# ---- bundled_to_sync_flat ----
### Port wiring, bundled_to_sync_flat

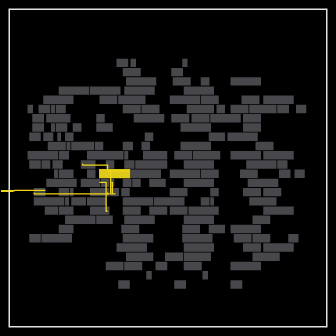

--- src/rtl/bundled_to_sync_if.sv ---
// Handshake and stream bundle between an upstream 4-phase latch micropipeline,
// the bundled_to_sync bridge and a synchronous valid/ready consumer.
// The bridge connects through the slave modport. The environment connects
// through the master modport, which drives the request side and the consumer ready.
interface bundled_to_sync_if #(
    parameter int DATA_W = 8,
    parameter int DEPTH  = 4
);
    logic                     a_req;
    logic [DATA_W-1:0]        a_data;
    logic                     a_ack;
    logic                     s_valid;
    logic [DATA_W-1:0]        s_data;
    logic                     s_ready;
    logic [$clog2(DEPTH):0]   level;

    modport master (
        output a_req,
        output a_data,
        input  a_ack,
        input  s_valid,
        input  s_data,
        output s_ready,
        input  level
    );

    modport slave (
        input  a_req,
        input  a_data,
        output a_ack,
        output s_valid,
        output s_data,
        input  s_ready,
        output level
    );
endinterface

--- src/rtl/bundled_to_sync.sv ---
// Bridge from a 4-phase bundled-data micropipeline into a synchronous
// valid/ready stream.
// The request is synchronized into clk, and a two-state FSM drives the acknowledge.
// Each accepted request writes the bundled word into a small circular FIFO.
// The FIFO keeps the full request when it has no room, which back-pressures upstream.
module bundled_to_sync #(
    parameter int DATA_W      = 8,
    parameter int SYNC_STAGES = 2,
    parameter int DEPTH       = 4
) (
    input  logic                clk,
    input  logic                reset_i_n,
    bundled_to_sync_if.slave    bus
);
    localparam int PTR_W = $clog2(DEPTH);
    localparam int LVL_W = PTR_W + 1;

    typedef enum logic {
        IDLE  = 1'b0,
        ACKED = 1'b1
    } state_t;

    logic [SYNC_STAGES-1:0] sync_q;
    logic                   req_s;
    state_t                 state;

    logic [DATA_W-1:0]      mem [DEPTH];
    logic [PTR_W-1:0]       wr_ptr;
    logic [PTR_W-1:0]       rd_ptr;
    logic [LVL_W-1:0]       level_q;

    logic                   full;
    logic                   push;
    logic                   pop;

    assign req_s = sync_q[SYNC_STAGES-1];
    assign full  = (level_q == LVL_W'(DEPTH));
    // Full is judged on the pre-edge level, so a same-cycle pop never makes room for a write.
    assign push  = (state == IDLE) && req_s && !full;
    // Pop is gated by occupancy, so s_ready is ignored while the FIFO is empty.
    assign pop   = (level_q != '0) && bus.s_ready;

    // The request synchronizer is the only logic that samples the asynchronous a_req.
    always_ff @(posedge clk or negedge reset_i_n) begin
        if (!reset_i_n) begin
            sync_q <= '0;
        end else begin
            sync_q <= {sync_q[SYNC_STAGES-2:0], bus.a_req};
        end
    end

    // Handshake FSM: raise ack together with the FIFO write, and drop ack once the request has fallen.
    always_ff @(posedge clk or negedge reset_i_n) begin
        if (!reset_i_n) begin
            state <= IDLE;
        end else begin
            case (state)
                IDLE:    if (push)   state <= ACKED;
                ACKED:   if (!req_s) state <= IDLE;
                default: state <= IDLE;
            endcase
        end
    end

    // Circular FIFO storage, pointers and occupancy; a push and a pop on the same edge leave the level unchanged.
    always_ff @(posedge clk or negedge reset_i_n) begin
        if (!reset_i_n) begin
            for (int i = 0; i < DEPTH; i++) begin
                mem[i] <= '0;
            end
            wr_ptr  <= '0;
            rd_ptr  <= '0;
            level_q <= '0;
        end else begin
            if (push) begin
                mem[wr_ptr] <= bus.a_data;
                wr_ptr      <= wr_ptr + PTR_W'(1);
            end
            if (pop) begin
                rd_ptr <= rd_ptr + PTR_W'(1);
            end
            case ({push, pop})
                2'b10:   level_q <= level_q + LVL_W'(1);
                2'b01:   level_q <= level_q - LVL_W'(1);
                default: level_q <= level_q;
            endcase
        end
    end

    // a_ack is the one-bit state flop itself, so it cannot glitch.
    assign bus.a_ack   = (state == ACKED);
    assign bus.s_valid = (level_q != '0);
    assign bus.s_data  = mem[rd_ptr];
    assign bus.level   = level_q;
endmodule

--- src/flat_wrapper.sv ---
// flat-port wrapper written by rule: the top's interface ports become plain ports
module bundled_to_sync_flat 
#(
    parameter int DATA_W      = 8,
    parameter int SYNC_STAGES = 2,
    parameter int DEPTH       = 4
)
  (clk, reset_i_n, bus_a_req, bus_a_data, bus_a_ack, bus_s_valid, bus_s_data, bus_s_ready, bus_level);
  bundled_to_sync_if #(.DATA_W(DATA_W), .DEPTH(DEPTH)) bus_i ();
  input  logic clk;
  input  logic reset_i_n;
  input wire logic [$bits(bus_i.a_req)-1:0] bus_a_req;
  input wire logic [$bits(bus_i.a_data)-1:0] bus_a_data;
  output wire logic [$bits(bus_i.a_ack)-1:0] bus_a_ack;
  output wire logic [$bits(bus_i.s_valid)-1:0] bus_s_valid;
  output wire logic [$bits(bus_i.s_data)-1:0] bus_s_data;
  input wire logic [$bits(bus_i.s_ready)-1:0] bus_s_ready;
  output wire logic [$bits(bus_i.level)-1:0] bus_level;
  assign bus_i.a_req = bus_a_req;
  assign bus_i.a_data = bus_a_data;
  assign bus_a_ack = bus_i.a_ack;
  assign bus_s_valid = bus_i.s_valid;
  assign bus_s_data = bus_i.s_data;
  assign bus_i.s_ready = bus_s_ready;
  assign bus_level = bus_i.level;
  bundled_to_sync #(.DATA_W(DATA_W), .SYNC_STAGES(SYNC_STAGES), .DEPTH(DEPTH)) u_core (.clk(clk), .reset_i_n(reset_i_n), .bus(bus_i));
endmodule
--- config.mk ---
export PLATFORM = sky130hd
export DESIGN_NAME = bundled_to_sync_flat
export DESIGN_NICKNAME = d
export VERILOG_FILES = /design/src/rtl/bundled_to_sync_if.sv /design/src/rtl/bundled_to_sync.sv /design/src/flat_wrapper.sv
export SDC_FILE = /design/constraint.sdc
export NUM_CORES = 1
export LEC_CHECK = 0
export CAP_MARGIN = 20
export CORE_MARGIN = 5
export CORE_UTILIZATION = 30
export CTS_CLUSTER_SIZE = 40
export DETAILED_ROUTE_END_ITERATION = 10
export SLEW_MARGIN = 20
export SYNTH_ARGS = -nofsm -noshare
export SYNTH_HDL_FRONTEND = slang
export SYNTH_SLANG_ARGS = --single-unit
--- constraint.sdc ---
create_clock -name clk -period 2.15 [get_ports clk]
set_input_delay 0.43 -clock clk [delete_from_list [all_inputs] [get_ports clk]]
set_output_delay 0.43 -clock clk [all_outputs]
set_load 0.005 [all_outputs]
# ---- lock_fsm_state ----
**src/rtl/lock_pkg.sv**
```systemverilog
// Shared encodings and defaults for the colour-combination lock and its output decode.
package lock_pkg;

   typedef enum logic [3:0] {
      ST_IDLE          = 4'd0,
      ST_ONE_CORRECT   = 4'd1,
      ST_TWO_CORRECT   = 4'd2,
      ST_THREE_CORRECT = 4'd3,
      ST_FOUR_CORRECT  = 4'd4,
      ST_ONE_WRONG     = 4'd5,
      ST_TWO_WRONG     = 4'd6,
      ST_THREE_WRONG   = 4'd7,
      ST_FOUR_WRONG    = 4'd8,
      ST_PROGRAM_MODE  = 4'd9,
      ST_ONE_SET       = 4'd10,
      ST_TWO_SET       = 4'd11,
      ST_THREE_SET     = 4'd12,
      ST_FOUR_SET      = 4'd13
   } state_e;

   typedef enum logic [1:0] {
      COL_RED    = 2'd0,
      COL_YELLOW = 2'd1,
      COL_GREEN  = 2'd2,
      COL_BLUE   = 2'd3
   } color_e;

   localparam logic [31:0] TIMEOUT_CYCLES_DEF = 32'd100_000_000;
   localparam logic [31:0] LOCKOUT_CYCLES_DEF = 32'd500_000_000;

   function automatic logic [1:0] code_digit(input logic [7:0] code, input logic [1:0] k);
      return code[{k, 1'b0} +: 2];
   endfunction

endpackage

```
**src/rtl/idle_timer.sv**
```systemverilog
// 32-bit up-counter with synchronous clear and enable; tc_o flags the count TC_VALUE-1.
module idle_timer #(
   parameter logic [31:0] TC_VALUE = 32'd2
) (
   input  logic clk,
   input  logic rst,
   input  logic clear_i,
   input  logic en_i,
   output logic tc_o
);

   logic [31:0] cnt_q;

   always_ff @(posedge clk or posedge rst) begin
      if (rst) begin
         cnt_q <= '0;
      end else if (clear_i) begin
         cnt_q <= '0;
      end else if (en_i) begin
         cnt_q <= cnt_q + 32'd1;
      end
   end

   assign tc_o = (cnt_q == (TC_VALUE - 32'd1));

endmodule

```
**src/rtl/lock_fsm_state.sv**
```systemverilog
// Four-colour combination lock: entry, program mode and idle timeout.
// Optional retry lockout is built only when LOCK_LOCKOUT_EN is defined.
//
// state            | meaning
// IDLE             | waiting for the first digit
// ONE..FOUR_CORRECT| k digits entered, all matching so far
// ONE..FOUR_WRONG  | k digits entered, at least one mismatch
// PROGRAM_MODE     | unlocked, program requested
// ONE..FOUR_SET    | k digits entered in program mode; FOUR_SET lasts one cycle
module lock_fsm_state
   import lock_pkg::*;
#(
   parameter logic [31:0] TIMEOUT_CYCLES = TIMEOUT_CYCLES_DEF,
   parameter logic [31:0] LOCKOUT_CYCLES = LOCKOUT_CYCLES_DEF
) (
   input  logic       clk,
   input  logic       rst,
   input  logic [1:0] color_in,
   input  logic       color_valid,
   input  logic       program_btn,
   input  logic [7:0] code,
   output logic [3:0] state,
   output logic [1:0] last_color,
   output logic       locked
);

   state_e     state_q, state_d;
   logic [1:0] last_color_q;
   logic       press;
   logic       tmr_en, tmr_clr, tmr_tc, timeout;
   logic       lock_active, lock_done;

   assign press   = color_valid && !lock_active;
   assign tmr_en  = (state_q != ST_IDLE) && !lock_active;
   assign tmr_clr = press || (state_d != state_q);
   assign timeout = tmr_tc && tmr_en;

   idle_timer #(.TC_VALUE(TIMEOUT_CYCLES)) u_idle_timer (
      .clk     (clk),
      .rst     (rst),
      .clear_i (tmr_clr),
      .en_i    (tmr_en),
      .tc_o    (tmr_tc)
   );

   // Priority: bad encoding, lockout, FOUR_SET exit, program, press, timeout.
   always_comb begin
      state_d = state_q;
      if (4'(state_q) > 4'(ST_FOUR_SET)) begin
         state_d = ST_IDLE;
      end else if (lock_active) begin
         if (lock_done) state_d = ST_IDLE;
      end else if (state_q == ST_FOUR_SET) begin
         state_d = ST_IDLE;
      end else if (program_btn && (state_q == ST_FOUR_CORRECT)) begin
         state_d = ST_PROGRAM_MODE;
      end else if (press) begin
         case (state_q)
            ST_IDLE, ST_FOUR_CORRECT, ST_FOUR_WRONG:
               state_d = (color_in == code_digit(code, 2'd0)) ? ST_ONE_CORRECT : ST_ONE_WRONG;
            ST_ONE_CORRECT:
               state_d = (color_in == code_digit(code, 2'd1)) ? ST_TWO_CORRECT : ST_TWO_WRONG;
            ST_TWO_CORRECT:
               state_d = (color_in == code_digit(code, 2'd2)) ? ST_THREE_CORRECT : ST_THREE_WRONG;
            ST_THREE_CORRECT:
               state_d = (color_in == code_digit(code, 2'd3)) ? ST_FOUR_CORRECT : ST_FOUR_WRONG;
            ST_ONE_WRONG:    state_d = ST_TWO_WRONG;
            ST_TWO_WRONG:    state_d = ST_THREE_WRONG;
            ST_THREE_WRONG:  state_d = ST_FOUR_WRONG;
            ST_PROGRAM_MODE: state_d = ST_ONE_SET;
            ST_ONE_SET:      state_d = ST_TWO_SET;
            ST_TWO_SET:      state_d = ST_THREE_SET;
            ST_THREE_SET:    state_d = ST_FOUR_SET;
            default:         state_d = ST_IDLE;
         endcase
      end else if (timeout) begin
         state_d = ST_IDLE;
      end
   end

   always_ff @(posedge clk or posedge rst) begin
      if (rst) begin
         state_q      <= ST_IDLE;
         last_color_q <= COL_RED;
      end else begin
         state_q <= state_d;
         if (press) last_color_q <= color_in;
      end
   end

`ifdef LOCK_LOCKOUT_EN
   logic [1:0] fail_q;
   logic       locked_q;
   logic       lock_tc;
   logic       enter_wrong, enter_correct;

   assign enter_wrong   = (state_d == ST_FOUR_WRONG)   && (state_q != ST_FOUR_WRONG);
   assign enter_correct = (state_d == ST_FOUR_CORRECT) && (state_q != ST_FOUR_CORRECT);

   always_ff @(posedge clk or posedge rst) begin
      if (rst) begin
         fail_q   <= 2'd0;
         locked_q <= 1'b0;
      end else if (locked_q) begin
         if (lock_tc) begin
            locked_q <= 1'b0;
            fail_q   <= 2'd0;
         end
      end else if (enter_wrong) begin
         if (fail_q == 2'd2) begin
            locked_q <= 1'b1;
            fail_q   <= 2'd3;
         end else begin
            fail_q <= fail_q + 2'd1;
         end
      end else if (enter_correct) begin
         fail_q <= 2'd0;
      end
   end

   // Held clear while unlocked so each lockout starts from zero.
   idle_timer #(.TC_VALUE(LOCKOUT_CYCLES)) u_lockout_timer (
      .clk     (clk),
      .rst     (rst),
      .clear_i (!locked_q),
      .en_i    (locked_q),
      .tc_o    (lock_tc)
   );

   assign lock_active = locked_q;
   assign lock_done   = lock_tc;
`else
   assign lock_active = 1'b0;
   assign lock_done   = 1'b0 & (LOCKOUT_CYCLES == 32'd0);
`endif

   assign state      = state_q;
   assign last_color = last_color_q;
   assign locked     = lock_active;

endmodule

```
**config.mk**
```make
export PLATFORM = sky130hd
export DESIGN_NAME = lock_fsm_state
export DESIGN_NICKNAME = d
export VERILOG_FILES = /design/src/rtl/lock_pkg.sv /design/src/rtl/idle_timer.sv /design/src/rtl/lock_fsm_state.sv
export SDC_FILE = /design/constraint.sdc
export NUM_CORES = 1
export LEC_CHECK = 0
export CAP_MARGIN = 30
export CELL_PAD_IN_SITES_DETAIL_PLACEMENT = 2
export CELL_PAD_IN_SITES_GLOBAL_PLACEMENT = 2
export CORE_ASPECT_RATIO = 1.75
export CORE_UTILIZATION = 38
export DETAILED_ROUTE_END_ITERATION = 12
export PLACE_DENSITY_LB_ADDON = 0.1
export SLEW_MARGIN = 5
export SYNTH_ARGS = -nofsm -noshare
export SYNTH_HDL_FRONTEND = slang
export SYNTH_SLANG_ARGS = --single-unit
```
**constraint.sdc**
```tcl
create_clock -name clk -period 3 [get_ports clk]
set_input_delay 0.45 -clock clk [delete_from_list [all_inputs] [get_ports clk]]
set_output_delay 0.45 -clock clk [all_outputs]
set_load 0.01 [all_outputs]
```
# ---- fir_coef_loader ----
File: src/rtl/fir_coef_loader.sv
// rtl/fir_coef_loader.sv - framed byte-stream loader that commits checked coefficient blocks to the FIR tap memory
module fir_coef_loader #(
    parameter int NTAPS   = 64,
    parameter int AW      = 6,
    parameter int CW      = 17,
    parameter int TIMEOUT = 1023
) (
    input  logic          clk_fast,
    input  logic          rst_n,
    input  logic [7:0]    s_data,
    input  logic          s_valid,
    output logic          s_ready,
    output logic [CW-1:0] cin,
    output logic [AW-1:0] caddr,
    output logic          cload,
    output logic          busy,
    output logic          done,
    output logic          err,
    output logic [1:0]    err_code
);
    localparam int            TW     = $clog2(TIMEOUT + 1);
    localparam logic [8:0]    NTAPS9 = 9'(NTAPS);
    localparam logic [TW-1:0] TLAST  = TW'(TIMEOUT - 1);
    localparam logic [TW-1:0] TONE   = TW'(1);
    localparam logic [AW:0]   IONE   = (AW+1)'(1);
    localparam logic [AW-1:0] AONE   = AW'(1);
    localparam logic [7:0]    HDR    = 8'hA5;

    typedef enum logic [2:0] {
        S_IDLE,
        S_COUNT,
        S_ADDR,
        S_DATA,
        S_CSUM,
        S_COMMIT
    } state_t;

    state_t        state;
    logic [AW:0]   n_cnt;
    logic [AW-1:0] a_base;
    logic [AW:0]   idx;
    logic [1:0]    bidx;
    logic [7:0]    b0;
    logic [7:0]    b1;
    logic [7:0]    csum;
    logic [TW-1:0] tcnt;
    logic [CW-1:0] shadow [NTAPS];

    logic          accept;
    logic          shadow_we;
    logic [AW:0]   idx_last;
    logic [AW-1:0] ridx;
    logic [8:0]    end_addr;
    logic [CW-1:0] coef;

    assign accept    = s_valid & s_ready;
    assign shadow_we = accept && (state == S_DATA) && (bidx == 2'd2);
    assign idx_last  = n_cnt - IONE;
    assign ridx      = idx[AW-1:0] + AONE;
    assign end_addr  = {1'b0, s_data} + {{(8-AW){1'b0}}, n_cnt};
    assign coef      = CW'({s_data[0], b1, b0});

    // Shadow buffer holds the frame until the checksum clears; never reset.
    always_ff @(posedge clk_fast) begin
        if (shadow_we) begin
            shadow[idx[AW-1:0]] <= coef;
        end
    end

    always_ff @(posedge clk_fast or negedge rst_n) begin
        if (!rst_n) begin
            state    <= S_IDLE;
            s_ready  <= 1'b1;
            cin      <= '0;
            caddr    <= '0;
            cload    <= 1'b0;
            busy     <= 1'b0;
            done     <= 1'b0;
            err      <= 1'b0;
            err_code <= 2'd0;
            n_cnt    <= '0;
            a_base   <= '0;
            idx      <= '0;
            bidx     <= 2'd0;
            b0       <= 8'd0;
            b1       <= 8'd0;
            csum     <= 8'd0;
            tcnt     <= '0;
        end else begin
            done <= 1'b0;
            err  <= 1'b0;
            case (state)
                S_IDLE: begin
                    if (accept && s_data == HDR) begin
                        state <= S_COUNT;
                        busy  <= 1'b1;
                        tcnt  <= '0;
                    end
                end
                S_COMMIT: begin
                    if (idx == idx_last) begin
                        state   <= S_IDLE;
                        cload   <= 1'b0;
                        done    <= 1'b1;
                        busy    <= 1'b0;
                        s_ready <= 1'b1;
                    end else begin
                        idx   <= idx + IONE;
                        caddr <= caddr + AONE;
                        cin   <= shadow[ridx];
                    end
                end
                default: begin
                    if (accept) begin
                        tcnt <= '0;
                        case (state)
                            S_COUNT: begin
                                if (s_data == 8'd0 || {1'b0, s_data} > NTAPS9) begin
                                    state    <= S_IDLE;
                                    busy     <= 1'b0;
                                    err      <= 1'b1;
                                    err_code <= 2'd1;
                                end else begin
                                    n_cnt <= s_data[AW:0];
                                    csum  <= s_data;
                                    state <= S_ADDR;
                                end
                            end
                            S_ADDR: begin
                                if (end_addr > NTAPS9) begin
                                    state    <= S_IDLE;
                                    busy     <= 1'b0;
                                    err      <= 1'b1;
                                    err_code <= 2'd1;
                                end else begin
                                    a_base <= s_data[AW-1:0];
                                    csum   <= csum ^ s_data;
                                    idx    <= '0;
                                    bidx   <= 2'd0;
                                    state  <= S_DATA;
                                end
                            end
                            S_DATA: begin
                                csum <= csum ^ s_data;
                                case (bidx)
                                    2'd0: begin
                                        b0   <= s_data;
                                        bidx <= 2'd1;
                                    end
                                    2'd1: begin
                                        b1   <= s_data;
                                        bidx <= 2'd2;
                                    end
                                    default: begin
                                        bidx <= 2'd0;
                                        if (idx == idx_last) begin
                                            state <= S_CSUM;
                                        end else begin
                                            idx <= idx + IONE;
                                        end
                                    end
                                endcase
                            end
                            S_CSUM: begin
                                if (s_data == csum) begin
                                    state   <= S_COMMIT;
                                    s_ready <= 1'b0;
                                    cload   <= 1'b1;
                                    caddr   <= a_base;
                                    cin     <= shadow[0];
                                    idx     <= '0;
                                end else begin
                                    state    <= S_IDLE;
                                    busy     <= 1'b0;
                                    err      <= 1'b1;
                                    err_code <= 2'd2;
                                end
                            end
                            default: begin
                                state <= S_IDLE;
                            end
                        endcase
                    end else if (tcnt == TLAST) begin
                        // Host stalled inside a frame: drop it rather than wait forever.
                        state    <= S_IDLE;
                        busy     <= 1'b0;
                        err      <= 1'b1;
                        err_code <= 2'd3;
                    end else begin
                        tcnt <= tcnt + TONE;
                    end
                end
            endcase
        end
    end
endmodule

File: config.mk
export PLATFORM = sky130hd
export DESIGN_NAME = fir_coef_loader
export DESIGN_NICKNAME = d
export VERILOG_FILES = /design/src/rtl/fir_coef_loader.sv
export SDC_FILE = /design/constraint.sdc
export NUM_CORES = 1
export LEC_CHECK = 0
export CAP_MARGIN = 5
export CORE_MARGIN = 10
export CORE_UTILIZATION = 29
export CTS_BUF_LIST = sky130_fd_sc_hd__clkbuf_4
export CTS_CLUSTER_DIAMETER = 60
export DETAILED_ROUTE_END_ITERATION = 10
export SETUP_SLACK_MARGIN = 0.5
export SYNTH_ARGS = -nofsm -noshare
export SYNTH_HDL_FRONTEND = slang
export SYNTH_SLANG_ARGS = --single-unit
File: constraint.sdc
create_clock -name clk_fast -period 3.6 [get_ports clk_fast]
set_clock_uncertainty 0.15 [all_clocks]
set_input_delay 0.72 -clock clk_fast [delete_from_list [all_inputs] [get_ports clk_fast]]
set_output_delay 0.72 -clock clk_fast [all_outputs]
set_load 0.02 [all_outputs]
### Port wiring, fir_coef_loader

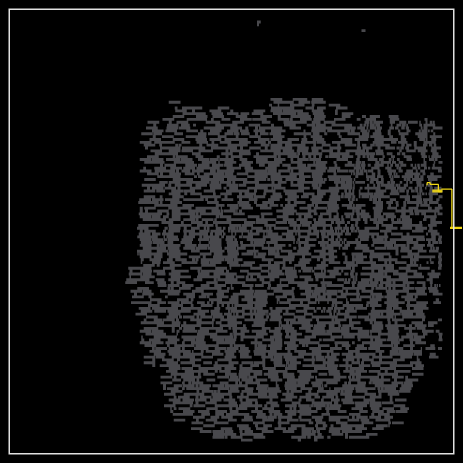
color	port	bits	direction	edge	end cells	buffers	wire
yellow	s_ready	1	output	right	1	1	72.3 um

==> flow_metrics.env, fir_coef_loader <==
# implementation run metrics
export IMPL_outcome="completed"
export IMPL_routed_wl_met3_mm=7.78
export IMPL_most_crowded_layer_gr="met2"
export IMPL_grt_start_max_net_pins=72
export IMPL_cts_num_sinks=1177
export IMPL_layout_top_cells_excl_fill_tap="sky130_fd_sc_hd__edfxtp_1 (1088), sky130_fd_sc_hd__clkbuf_4 (444), sky130_fd_sc_hd__mux4_2 (340)"
export IMPL_crit_path_from="idx[0]"
export IMPL_synth_area_yosys_sq_um=46600
export IMPL_grt_antenna_before_repair=2
export IMPL_yosys_area_share_xor_xnor=0.00432
export IMPL_tritoncts="done"
export IMPL_min_path_cells=3
export IMPL_worst_path_max_delay_cell="sky130_fd_sc_hd__dfrtp_4"
export IMPL_clock_buffer_count=444
export IMPL_worst_path_most_repeated_cell="sky130_fd_sc_hd__mux4_2"
export IMPL_bufAreaShareNonClock=0.0635
export IMPL_power_leakage_nw=21.0
export IMPL_dpl_cell_area_sq_um=51700
export IMPL_area_share_clock_buf_inv=0.0653
export IMPL_synth_area_sq_um=46600
export IMPL_postSynthNetCount=2216
export IMPL_final_setup_worst_slack_ps=112
export IMPL_synth_edff_count=1088
export IMPL_p_seq_mw=14.7
export IMPL_comb_area_sq_um=11600
export IMPL_setup_worst_path_class="register to register"
export IMPL_postSynth_asyncResetShare=0.0756
export IMPL_die_width_um=421
export IMPL_power_switching_share=0.204
export IMPL_finalSetupViolCount=0
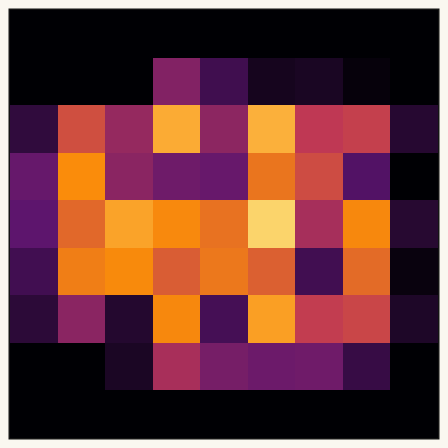
*Placement density heat map, bundled_to_sync_flat*
9 x 9 tiles, from black (low) to pale yellow (high), 0 to 100% covered.
mean over tiles	29%
tiles over 75% full	7.4%
fullest tile	91%
nearly empty tiles	33%
Core Area: 6760 sq um
effective utilization at floorplan: 0.307
Finished Core Util: 0.382

### Selected gate families, bundled_to_sync_flat

Bar = 20 um.
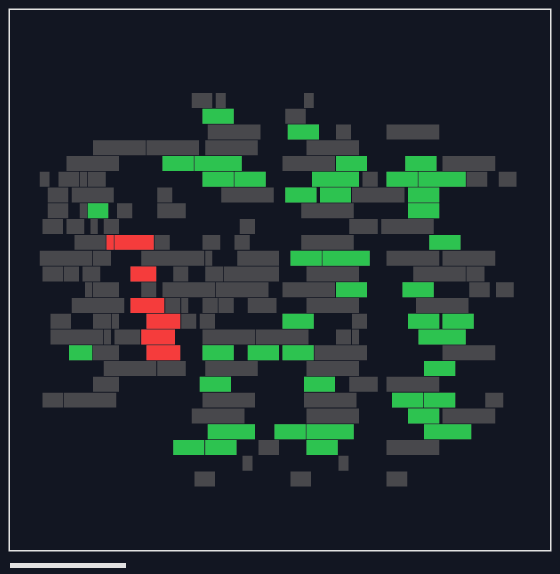
color	family	cells	most used
green	mux cells	42	mux2_4
red	nor cells	7	nor4bb_2

About 'Port wiring' of bundled_to_sync_flat:
color	port	bits	direction	edge	end cells	buffers	wire
yellow	bus_a_ack	1	output	left	1	2	71.3 um

==> flow_metrics.env, bundled_to_sync_flat <==
# implementation run metrics
export IMPL_outcome="completed"
export IMPL_final_hold_viol_count=0
export IMPL_synth_seq_cells=42
export IMPL_most_crowded_layer_gr="met2"
export IMPL_yosysMostFrequentCell="sky130_fd_sc_hd__dfrtp_1"
export IMPL_met1Wirelength_mm=1.79
export IMPL_setup_repair_after_global_routing_missed_its_margin="false"
export IMPL_pwr_share_comb=0.456
export IMPL_synth_area_sq_um=2070
export IMPL_synthFlopType="sky130_fd_sc_hd__dfrtp_1"
export IMPL_worstMarginPinSlew_ps=616
export IMPL_layout_top_cells_excl_fill_tap="sky130_fd_sc_hd__dfrtp_1 (41), sky130_fd_sc_hd__mux2_4 (32), sky130_fd_sc_hd__buf_4 (15)"
export IMPL_cts_buffers_inserted=5
export IMPL_gr_usage_all_layers=0.107
export IMPL_dominant_power_group="combinational cells"
export IMPL_routed_wire_length_per_instance_um=17.1
export IMPL_route_top_layer_used="met4"
export IMPL_power_leakage_nw=1.15
export IMPL_pin_count=25
export IMPL_yosysSeqAreaShare=0.507
export IMPL_slew_headroom=0.589
export IMPL_worst_path_max_delay_cell="sky130_fd_sc_hd__mux4_2"
export IMPL_clockPowerShare=0.164
export IMPL_met2_length_mm=2.14
export IMPL_stage_log_warnings=29
export IMPL_globalRouteOverflowTotal=0
export IMPL_ys_cells=120
### Placement density heat map, lock_fsm_state

6 x 10 tiles, from black (low) to pale yellow (high), 0 to 100% covered.
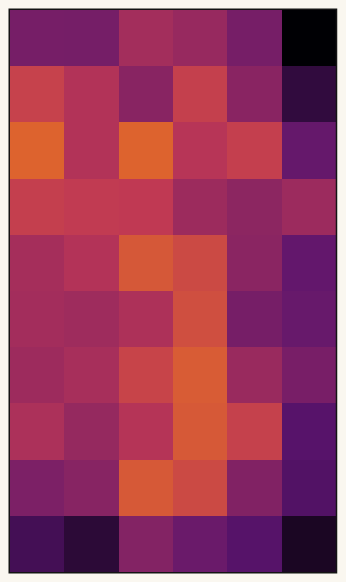
mean over tiles	41%
nearly empty tiles	1.7%
densest ninth of the die	middle
fullest tile	63%

### Selected gate families, lock_fsm_state

Bar = 20 um.
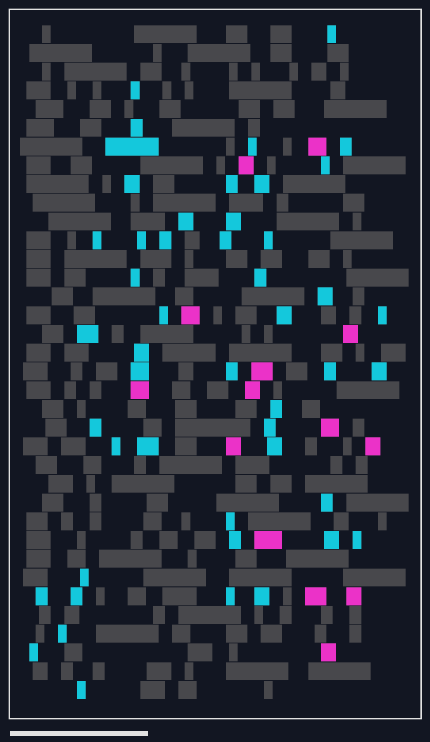
color	family	cells	most used
magenta	and/or cells	14	or3_1
cyan	nand cells	48	nand2_1
most common cell after layout, fill and taps aside: sky130_fd_sc_hd__dfrtp_1
final standard cell count with taps included and fillers excluded: 337
share of cell area taken by multi-input logic gates: 0.455

==> flow_metrics.env, lock_fsm_state <==
# implementation run metrics
export IMPL_power_density_nw_per_um2=608
export IMPL_grtUsageMet3=0.0238
export IMPL_sh_seq_area=0.369
export IMPL_final_setup_worst_slack_ps=544
export IMPL_r2r_slack_ps=540
export IMPL_yosysMostFrequentCell="sky130_fd_sc_hd__dfrtp_1"
export IMPL_ctsLongestPathBuffers=2
export IMPL_synth_adder_area_share=0.00567
export IMPL_ff_count=38
export IMPL_synth_largest_type_area_fraction=0.431
export IMPL_worstMarginPinSlew_ps=687
export IMPL_worst_path_most_repeated_cell="sky130_fd_sc_hd__nor4_4"
export IMPL_route_top_layer_used="met4"
export IMPL_post_drt_via_cell_ratio=5.57
export IMPL_post_synth_most_frequent_cells="sky130_fd_sc_hd__dfrtp_1 (38), sky130_fd_sc_hd__nor2_1 (35), sky130_fd_sc_hd__xor2_1 (22), sky130_fd_sc_hd__nand2_1 (18), sky130_fd_sc_hd__nand3_1 (15)"
export IMPL_cts_root_buffer_cell="sky130_fd_sc_hd__clkbuf_8"
export IMPL_maxSlewViolCount=0
export IMPL_gp_congestion=0.771
export IMPL_yosys_area_top_type="sky130_fd_sc_hd__dfrtp_1"
export IMPL_postSynthNetCount=257
export IMPL_post_cts_buffers=0
export IMPL_worst_hold_path_endpoint="last_color[1]"
export IMPL_ys_top_logic_family="simple AND/OR/NAND/NOR gates"
export IMPL_setup_repair_after_global_routing_missed_its_margin="false"
export IMPL_first_pass_grt_wire_length_mm=10.5
export IMPL_synth_yosys_warnings=0
export IMPL_placedCellCount=329
export IMPL_power_mw=1.57
export IMPL_critPathTopFamily="simple AND/OR/NAND/NOR gates"
export IMPL_well_taps=76
export IMPL_yosys_area_share_xor_xnor=0.139
export IMPL_worst_endpoint_required_ps=3140
export IMPL_synthesis_instances=242
export IMPL_power_switching_share=0.351
export IMPL_finalSetupViolCount=0
export IMPL_routed_wl_met3_um=99
export IMPL_grt_antenna_before_repair=0
export IMPL_areaGrowthSynthToFinish_pct=16.7
export IMPL_clockPowerShare=0.282
export IMPL_outcome="completed"
export IMPL_first_global_vias=2140


## Gallery

Signal wires on met3.
(a)
Bar = 20 um.
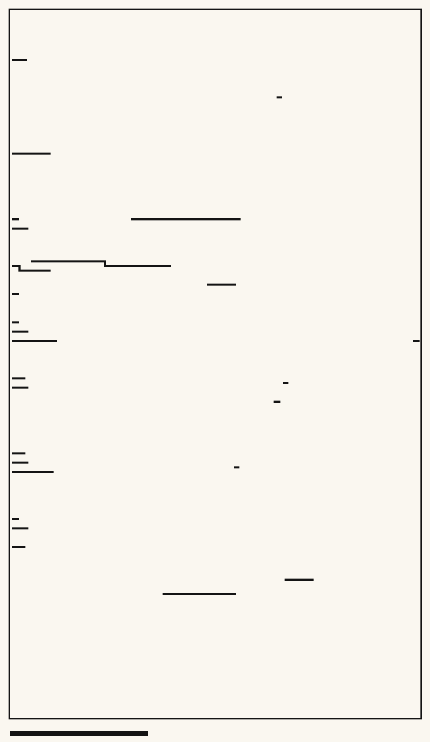
(b)
Bar = 20 um.
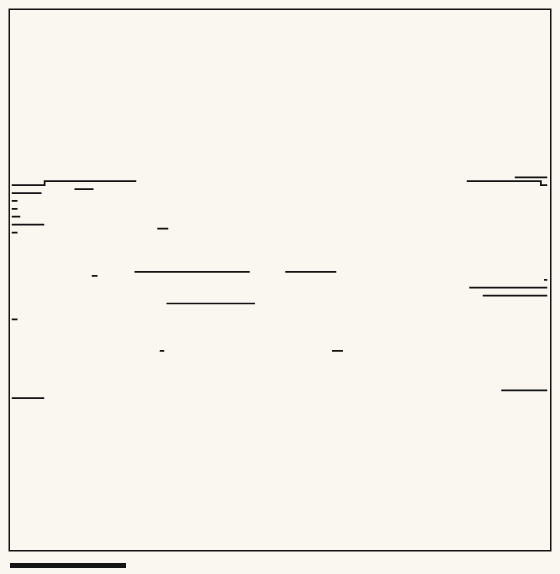
(c)
Bar = 100 um.
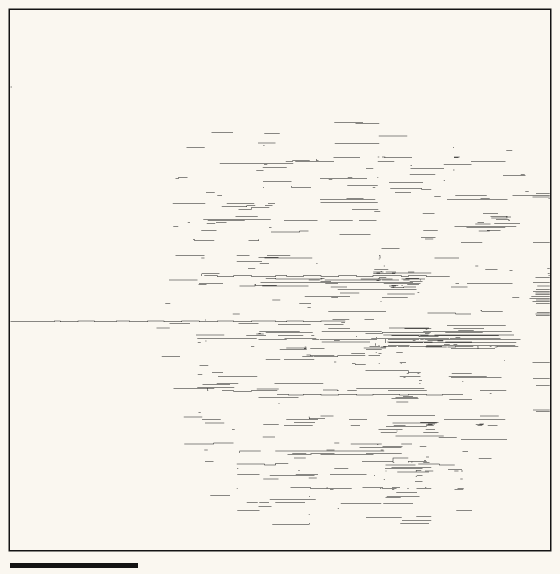
The one with the largest die is (c).
The one with the smallest die is (a).
(a): lock_fsm_state
(c): fir_coef_loader
(b): bundled_to_sync_flat

